# departure_sequencer

[src/rtl/departure_sequencer_pkg.sv]
// Shared airlock definitions: sequencer state encodings, default pressure thresholds and widths.
// The arrival sequencer imports the same package.
package departure_sequencer_pkg;

   localparam int PRESS_W = 8;
   localparam int CNT_W   = 16;

   localparam logic [PRESS_W-1:0] P_HIGH_DEF = 8'd80;
   localparam logic [PRESS_W-1:0] P_LOW_DEF  = 8'd5;

   typedef enum logic [2:0] {
      IDLE         = 3'd0,
      PRESSURIZE   = 3'd1,
      WAIT_ENTRY   = 3'd2,
      DEPRESSURIZE = 3'd3,
      SETTLE       = 3'd4,
      WAIT_EXIT    = 3'd5
   } seqState_t;

   function automatic logic doorsSealed(input logic idClosed, input logic odClosed);
      return idClosed && odClosed;
   endfunction

endpackage

[src/rtl/departure_sequencer_timer.sv]
// seq_timer: 16-bit saturating cycle counter with synchronous clear and a terminal-count compare.
// One instance serves both the entry timeout and the post-depressurize settle delay.
module seq_timer
   import departure_sequencer_pkg::*;
(
   input  logic             clock,
   input  logic             reset,
   input  logic             clear,
   input  logic             enable,
   input  logic [CNT_W-1:0] termCount,
   output logic             atTerm
);

   logic [CNT_W-1:0] count;

   always_ff @(posedge clock or negedge reset) begin
      if (!reset) begin
         count <= '0;
      end else if (clear) begin
         count <= '0;
      end else if (enable && (count != '1)) begin
         count <= count + CNT_W'(1);
      end
   end

   assign atTerm = (count == termCount);

endmodule

[src/rtl/departure_sequencer.sv]
// Departure sequencer: pressurize, admit occupant, seal, evacuate, settle, release outer door.
// Optional abort input enabled by defining DEPARTURE_ABORT_EN.
module departure_sequencer
   import departure_sequencer_pkg::*;
#(
   parameter logic [PRESS_W-1:0] P_HIGH       = P_HIGH_DEF,
   parameter logic [PRESS_W-1:0] P_LOW        = P_LOW_DEF,
   parameter int unsigned        SETTLE_CYC   = 8,
   parameter int unsigned        ENTRY_TO_CYC = 1000
)(
   input  logic               clock,
   input  logic               reset,
   input  logic               start,
   input  logic               in_chamber,
   input  logic               id_closed,
   input  logic               od_closed,
   input  logic [PRESS_W-1:0] pressure,
`ifdef DEPARTURE_ABORT_EN
   input  logic               abort,
`endif
   output logic               busy,
   output logic               start_pressurizing,
   output logic               start_depressurizing,
   output logic               forceDoors,
   output logic               done,
   output logic               timeout
);

   seqState_t        state, nextState;
   logic             sealed, pressHigh, pressLow, abortReq;
   logic             atTerm, timerClear, timerEnable;
   logic [CNT_W-1:0] termCount;
   logic             busyNxt, spNxt, sdNxt, forceNxt, doneNxt, timeoutNxt;

   assign sealed    = doorsSealed(id_closed, od_closed);
   assign pressHigh = pressure > P_HIGH;
   assign pressLow  = pressure < P_LOW;

`ifdef DEPARTURE_ABORT_EN
   assign abortReq = abort;
`else
   assign abortReq = 1'b0;
`endif

   // Counter restarts on every state change so each timed state begins at zero.
   assign timerClear  = (nextState != state);
   assign timerEnable = (state == WAIT_ENTRY) || (state == SETTLE);
   assign termCount   = (state == SETTLE) ? CNT_W'(SETTLE_CYC - 1) : CNT_W'(ENTRY_TO_CYC - 1);

   seq_timer uTimer (
      .clock     (clock),
      .reset     (reset),
      .clear     (timerClear),
      .enable    (timerEnable),
      .termCount (termCount),
      .atTerm    (atTerm)
   );

   always_comb begin
      nextState  = state;
      doneNxt    = 1'b0;
      timeoutNxt = 1'b0;
      case (state)
         IDLE:         if (start) nextState = pressHigh ? WAIT_ENTRY : PRESSURIZE;
         PRESSURIZE: begin
            if (abortReq)       nextState = IDLE;
            else if (pressHigh) nextState = WAIT_ENTRY;
         end
         WAIT_ENTRY: begin
            if (abortReq)                   nextState = IDLE;
            else if (in_chamber && sealed)  nextState = DEPRESSURIZE;
            else if (atTerm) begin
               nextState  = IDLE;
               timeoutNxt = 1'b1;
            end
         end
         DEPRESSURIZE: if (pressLow) nextState = SETTLE;
         SETTLE:       if (atTerm) nextState = WAIT_EXIT;
         WAIT_EXIT: begin
            if (!in_chamber && od_closed) begin
               nextState = IDLE;
               doneNxt   = 1'b1;
            end
         end
         default:      nextState = IDLE;
      endcase

      // Outputs are registered images of the state being entered.
      busyNxt  = (nextState != IDLE);
      forceNxt = (nextState inside {PRESSURIZE, DEPRESSURIZE, SETTLE});
      spNxt    = (nextState == PRESSURIZE) && sealed;
      sdNxt    = (nextState == DEPRESSURIZE) && sealed;
   end

   always_ff @(posedge clock or negedge reset) begin
      if (!reset) begin
         state                <= IDLE;
         busy                 <= 1'b0;
         start_pressurizing   <= 1'b0;
         start_depressurizing <= 1'b0;
         forceDoors           <= 1'b0;
         done                 <= 1'b0;
         timeout              <= 1'b0;
      end else begin
         state                <= nextState;
         busy                 <= busyNxt;
         start_pressurizing   <= spNxt;
         start_depressurizing <= sdNxt;
         forceDoors           <= forceNxt;
         done                 <= doneNxt;
         timeout              <= timeoutNxt;
      end
   end

   pressureCmdExclusive: assert property (@(posedge clock) disable iff (!reset)
      !(start_pressurizing && start_depressurizing));

endmodule

[config.mk]
export PLATFORM = sky130hd
export DESIGN_NAME = departure_sequencer
export DESIGN_NICKNAME = d
export VERILOG_FILES = /design/src/rtl/departure_sequencer_pkg.sv /design/src/rtl/departure_sequencer_timer.sv /design/src/rtl/departure_sequencer.sv
export SDC_FILE = /design/constraint.sdc
export NUM_CORES = 1
export LEC_CHECK = 0
export CAP_MARGIN = 20
export CORE_MARGIN = 5
export CORE_UTILIZATION = 60
export CTS_BUF_LIST = sky130_fd_sc_hd__clkbuf_4
export DETAILED_ROUTE_END_ITERATION = 10
export HOLD_SLACK_MARGIN = 0.03
export PLACE_DENSITY = 0.87
export SYNTH_ARGS = -nofsm -noshare
export SYNTH_HDL_FRONTEND = slang
export SYNTH_SLANG_ARGS = --single-unit
[constraint.sdc]
create_clock -name clock -period 5 [get_ports clock]
set_input_delay 1.5 -clock clock [delete_from_list [all_inputs] [get_ports clock]]
set_output_delay 1.5 -clock clock [all_outputs]
set_load 0.03 [all_outputs]
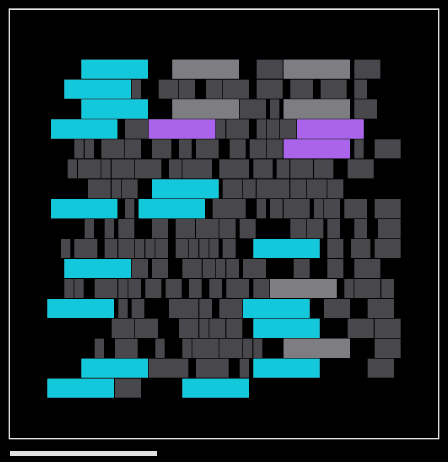
*Sequential cells grouped by signal name, departure_sequencer*
Bar = 20 um.
| netlist name | colour | sequential cells |
|---|---|---|
| uTimer.count | cyan | 16 |
| state | purple | 3 |
not coloured: 6

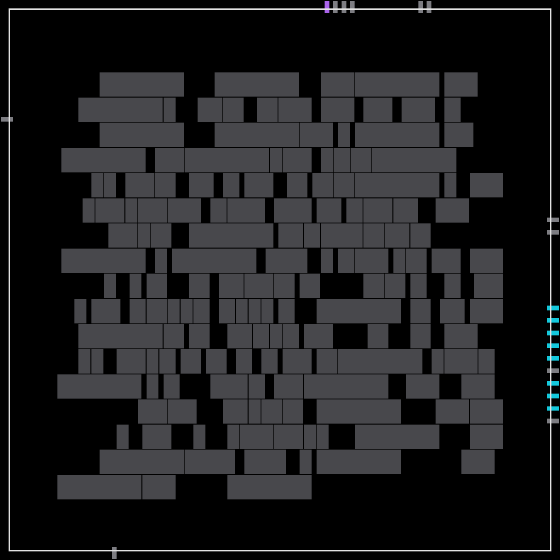
*Pin map, departure_sequencer*
Pins as bars across the die edge, other pins in grey.
| port | colour | pins | direction | edge |
|---|---|---|---|---|
| id_closed | purple | 1 | input | top |
| pressure | cyan | 8 | input | right |
all pins by edge: 12 right, 6 top, 1 left, 1 bottom

==> changes_impl.md <==
### Metrics

- Nets: 185
- Synth flops: 25
- Number of logic gates: 118
- HPWL after DPL: 2138 um
- Detail Route Antenna Nets: 0
- Syn Area/Cell: 9.430 um2
- Fp util: 62.91%
- Non-clock buffer share of cell area: 12.49%
- Inverters: 2
- Max_cap viols: 0
- Post-Syn Area: 1405 um2
- Setup Crit Path Kind: in2reg
- Status: completed
- P_comb: 0.000188 W
- Tool warnings: 26
- Comb area: 742.0 um2
- Max Root-Sink Buffers: 2
- GRT Residual Overflow: 0
- Synth Warn #: 0
- XOR Share, Synth: 8.727%
- Final setup fails: 0
- Top area cell types: dfrtp_1, xor2_1, nor2_1
- Fin crit period: 3419 ps
- Simple-Gate Fraction of Synth Area: 31.52%
- Yosys cell count: 149
- Peak supply drop: 0.2741 mV
- CTS Hold Buffers Added: 0
- Non-clock buffers: 20
- Worst Path Arrival: 3610 ps
- Met1 GRT Util: 20.79%
- # IOs: 20
- Flop share of the area: 38.08%
- Port Buf Inserts: 19
- Reg-to-reg critical path endpoint: uTimer.count[13]$_DFFE_PN0P_
- First-pass GRT wire length: 4774 um
- Achievable frequency: 292.5 MHz
- Switching Share: 37.54%
- Hold Worst Slack: 575.6 ps
- Comb area share: 45.16%
- P&R area growth vs syn: 16.92%
- Combinational share of power: 35.3%
- N_diodes: 0
- Sinks on Clock Net: 25
- Seq pwr share: 48.3%
- Initial antenna violation count: 0
- Psw: 0.0002003 W
- Critical path required time: 5190 ps
- Hold worst-path end: uTimer.count[4]$_DFFE_PN0P_
- Post-CTS sizing: 0
- GR Util met2: 32.06%
- Tap cell count: 28
- CTS H-tree depth: 1
- Fillers: 169
- Crit path to: uTimer.count[13]$_DFFE_PN0P_
- FF-to-FF Start: state[0]$_DFF_PN0_
- Setup Total Neg Slack: 0 ps
- Top cell area share: 44.52%
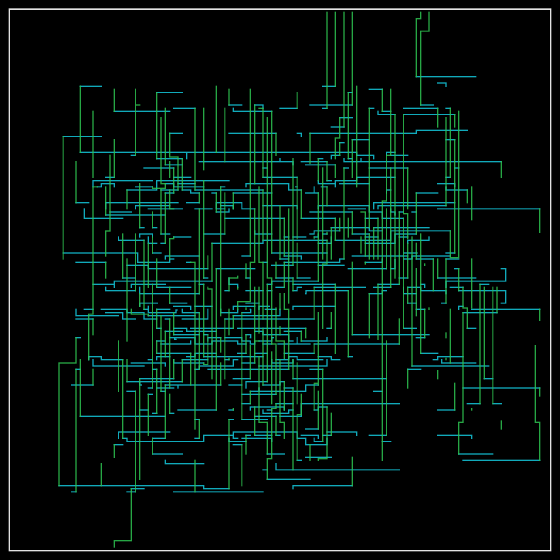
*Metal layers overlaid, departure_sequencer*
Only two layers are drawn.
| layer | colour | wire length |
|---|---|---|
| met2 | green | 1420 um |
| met1 | cyan | 1160 um |

cells in the final DEF, fill, tap and decap left out, types with 2 or more instances in the layout:
cell type | Yosys | layout
nand2_1 | 12 | 12
nand4_1 | 8 | 8
nand2b_1 | 3 | 3
clkdlybuf4s50_1 | 0 | 19
inv_1 | 2 | 2
dfrtp_1 | 25 | 25
nor4_1 | 3 | 3
or3_1 | 2 | 2
nor2b_1 | 4 | 4
clkbuf_4 | 0 | 3
nand3_1 | 8 | 8
a31oi_1 | 2 | 2
xor2_1 | 13 | 13
nor2_1 | 20 | 20
and3_1 | 3 | 3
nor3_1 | 6 | 6
a21oi_1 | 4 | 4
and2_1 | 2 | 2
state kept, by name, indices dropped and copies added, names as in the netlist:
| signal | count |
|---|---|
| forceDoors | 1 |
| start_depressurizing | 1 |
| done | 1 |
| state | 3 |
| busy | 1 |
| timeout | 1 |
| uTimer.count | 16 |
| start_pressurizing | 1 |
worst max-delay path, cell delays in order:
cell and delay, ps:
clkdlybuf4s50_1 420, nor3_1 440, a31oi_1 190, o31a_2 360, o211ai_2 570, nor2_1 130

# sram_sync_param

### src/rtl/sram_sync_param.sv
// sram_sync_param: parametrised synchronous single-port SRAM with a
// registered read port, a one-cycle data_valid strobe and a hardware clear
// sweep that fills every word with INIT_VALUE after reset or on request.
//
// Optional build macro: SRAM_PARITY_EN
//   defined   - each word carries an even-parity bit (array "par"), checked
//               on every read and reported through parity_err
//   undefined - no parity storage, parity_err tied low
// The port list is identical in both builds.

module sram_sync_param #(
  parameter int unsigned DATA_WIDTH = 4,
  parameter int unsigned ADDR_WIDTH = 2,
  parameter int unsigned INIT_VALUE = 0
) (
  input  logic                  clk,
  input  logic                  rst_n,
  input  logic                  enable,
  input  logic                  operation,
  input  logic [ADDR_WIDTH-1:0] select,
  input  logic [DATA_WIDTH-1:0] data_in,
  input  logic                  clear,
  output logic [DATA_WIDTH-1:0] data_out,
  output logic                  data_valid,
  output logic                  busy,
  output logic                  parity_err
);

  localparam int unsigned DEPTH = 1 << ADDR_WIDTH;

  // Fill word for the clear sweep, truncated to the word width.
  localparam logic [DATA_WIDTH-1:0] INIT_WORD = DATA_WIDTH'(INIT_VALUE);
  localparam logic [ADDR_WIDTH-1:0] LAST_ADDR = ADDR_WIDTH'(DEPTH - 1);

  typedef enum logic {
    CLEAR = 1'b0,
    READY = 1'b1
  } state_t;

  state_t                  state;
  state_t                  state_next;
  logic [ADDR_WIDTH-1:0]   counter;
  logic [ADDR_WIDTH-1:0]   counter_next;

  logic                    mem_we;
  logic [ADDR_WIDTH-1:0]   mem_waddr;
  logic [DATA_WIDTH-1:0]   mem_wdata;
  logic                    rd_en;

  logic [DATA_WIDTH-1:0]   mem [DEPTH];

  // State register and sweep counter; reset parks the FSM in CLEAR at address 0.
  always_ff @(posedge clk or negedge rst_n) begin
    if (!rst_n) begin
      state   <= CLEAR;
      counter <= '0;
    end else begin
      state   <= state_next;
      counter <= counter_next;
    end
  end

  // Next-state, sweep counter and memory write/read request decode.
  // clear in READY wins over any same-cycle request, which is dropped.
  always_comb begin
    state_next   = state;
    counter_next = counter;
    mem_we       = 1'b0;
    mem_waddr    = select;
    mem_wdata    = data_in;
    rd_en        = 1'b0;
    unique case (state)
      CLEAR: begin
        mem_we       = 1'b1;
        mem_waddr    = counter;
        mem_wdata    = INIT_WORD;
        counter_next = counter + 1'b1;
        if (counter == LAST_ADDR) begin
          state_next = READY;
        end
      end
      READY: begin
        if (clear) begin
          state_next   = CLEAR;
          counter_next = '0;
        end else if (enable) begin
          if (operation) begin
            rd_en = 1'b1;
          end else begin
            mem_we = 1'b1;
          end
        end
      end
      default: begin
        state_next   = CLEAR;
        counter_next = '0;
      end
    endcase
  end

  assign busy = (state == CLEAR);

  // Storage array; contents are not touched by reset, only by the sweep.
  always_ff @(posedge clk) begin
    if (mem_we) begin
      mem[mem_waddr] <= mem_wdata;
    end
  end

  // Registered read port; data_out holds its last value between reads.
  always_ff @(posedge clk or negedge rst_n) begin
    if (!rst_n) begin
      data_out   <= '0;
      data_valid <= 1'b0;
    end else if (rd_en) begin
      data_out   <= mem[select];
      data_valid <= 1'b1;
    end else begin
      data_valid <= 1'b0;
    end
  end

`ifdef SRAM_PARITY_EN
  logic par [DEPTH];

  // Parity side array written alongside the data array with even parity.
  always_ff @(posedge clk) begin
    if (mem_we) begin
      par[mem_waddr] <= ^mem_wdata;
    end
  end

  // Parity check registered with the read data; low on non-read cycles.
  always_ff @(posedge clk or negedge rst_n) begin
    if (!rst_n) begin
      parity_err <= 1'b0;
    end else if (rd_en) begin
      parity_err <= (par[select] != (^mem[select]));
    end else begin
      parity_err <= 1'b0;
    end
  end
`else
  assign parity_err = 1'b0;
`endif

endmodule

### config.mk
export PLATFORM = sky130hd
export DESIGN_NAME = sram_sync_param
export DESIGN_NICKNAME = d
export VERILOG_FILES = /design/src/rtl/sram_sync_param.sv
export SDC_FILE = /design/constraint.sdc
export NUM_CORES = 1
export LEC_CHECK = 0
export ABC_AREA = 1
export CORE_MARGIN = 2
export CORE_UTILIZATION = 46
export DETAILED_ROUTE_END_ITERATION = 16
export PLACE_DENSITY = 0.84
export SLEW_MARGIN = 5
export SYNTH_ARGS = -nofsm -noshare
export SYNTH_HDL_FRONTEND = slang
export SYNTH_SLANG_ARGS = --single-unit
### constraint.sdc
create_clock -name clk -period 1.3 [get_ports clk]
set_input_delay 0.39 -clock clk [delete_from_list [all_inputs] [get_ports clk]]
set_output_delay 0.39 -clock clk [all_outputs]
set_load 0.005 [all_outputs]
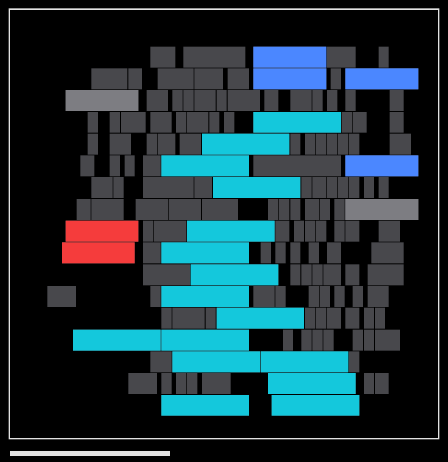
*Sequential cells grouped by signal name, sram_sync_param*
Bar = 20 um.
| netlist name | colour | sequential cells |
|---|---|---|
| mem | cyan | 16 |
| counter | red | 2 |
| data_out | blue | 4 |
not coloured: 2

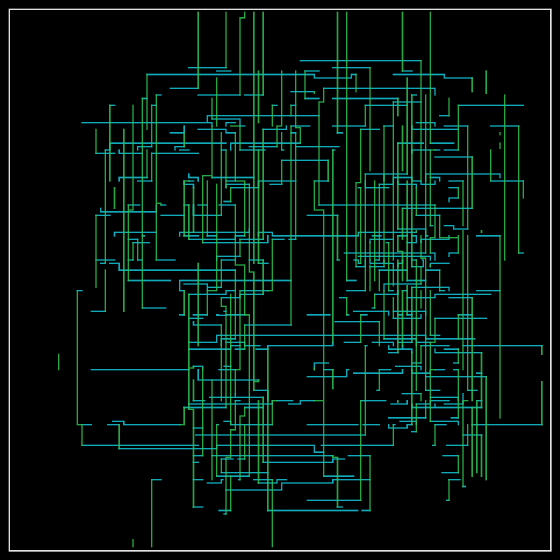
*Metal layers overlaid, sram_sync_param*
Only two layers are drawn.
| layer | colour | wire length |
|---|---|---|
| met1 | cyan | 935 um |
| met2 | green | 1280 um |

==> changes_impl.md <==
### Metrics

- Top power group: registers
- Fp util: 49.94%
- Non-clock buffer share of cell area: 16.89%
- Port Buf Inserts: 16
- Via count: 855
- Tap cell count: 28
- CTS H-tree depth: 1
- Non-clock buffers: 30
- Detail Route Antenna Nets: 0
- Fin crit period: 1362 ps
- Layout cells sized above 1: 26.14%
- Largest net degree at the start of global routing: 15
- Clock skew: 3.202 ps
- Synth area leader: edfxtp_1
- Top cell area share: 42.67%
- Failing checks: negative setup slack
- Combinational share of power: 40.0%
- CP Launch Point: state$_DFF_PN0_
- Cell area after placement: 1378 um2
- Final Max Tran Viols: 0
- Worst setup margin: -61.67 ps
- Sinks on Clock Net: 24
- FF-to-FF Start: state$_DFF_PN0_
- Status: complete, but fails checks
- GPL Wtd Cong: 0.7564
- Total power: 0.003102 W
- Clk cell area share: 3.529%
- Simple-Gate Fraction of Synth Area: 23.44%
- Fin. Hold Viols: 0
- Max Fanout on Critical Path: 5
- # IOs: 18
- Final setup fails: 13
- Row Count: 17
- Width of the die: 53.48 um
- Seq pwr: 0.00131 W
- Synth Warn #: 0
- Setup Total Neg Slack: -519.2 ps
- Num CTS Buffers: 3
- RSZ-0062 raised after global routing: yes
- HPWL after DPL: 1757 um
- Top area cell types: edfxtp_1, dfrtp_1, nand2_1
- Largest class: sequential cells
- Core outline area: 2255 um2
- Via density: 4.724
- Worst Path Arrival: 1410 ps
- First-pass DRT Iterations: 4
- Seq pwr share: 42.4%
- PwrDens: 2083 nW/um2
- Chip area: 2860 um2
sequential cells by signal (all words and copies together), names as in the netlist:
register,count
counter,2
state,1
data_valid,1
mem,16
data_out,4
path summary, 6_finish.rpt:
path	endpoint	cells past startpoint
min in group clk	data_valid$_DFF_PN0_	4
max in group asynchronous	counter[0]$_DFFE_PN0P_	1
hold reg to reg	data_out[1]$_DFFE_PN0P_	2
setup / recovery	mem[0][1]$_DFFE_PP_	5
hold / removal	data_valid$_DFF_PN0_	1
setup reg to reg	mem[0][1]$_DFFE_PP_	5
synth_stat cells (all sizes together):
cell,number
ha,1
nand4,1
dfrtp,8
nor2,5
conb,1
edfxtp,16
inv,28
o21ai,3
buf,3
nand3,9
nand2,47
per-layer routing:
metal	part of all wire (%)	wire, um	track usage [%]	vias up
li1	-	-	-	432
met5	0	0	0	-
met4	1.8	42	8.974	0
met2	55	1281	34.77	20
met3	3.0	70	4.237	4
met1	40	934	19.64	399
critical path, stage by stage (launching register included):
cell and delay [ps]:
dfrtp_1 420, clkinv_4 80, buf_6 120, o21ai_4 200, inv_2 100, nor2_4 160
repair_timing:
action	CTS	global route
pin swaps	0	3
endpoints found under the setup margin	22	21
cloned	0	0
gates resized	29	17
buffers inserted	2	1


==> layout pictures side by side <==
Clock wiring as the flow saved it.
image #1
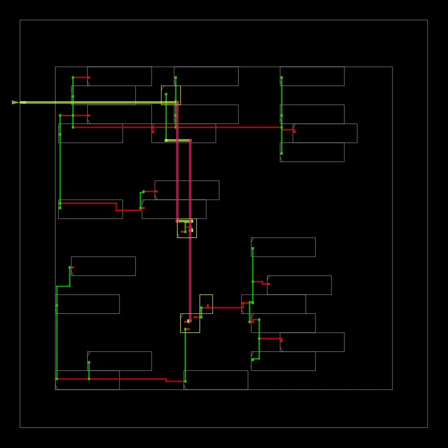
image #2
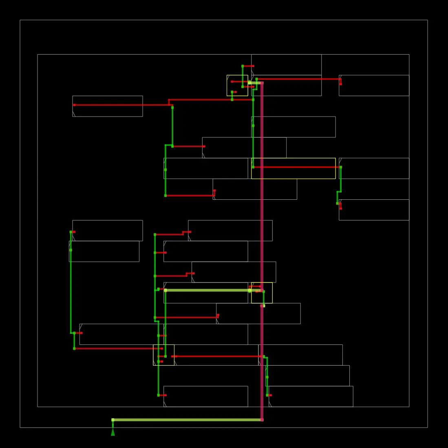
- sram_sync_param = image #2
- departure_sequencer = image #1

Power is estimated from default activity; no workload was simulated.
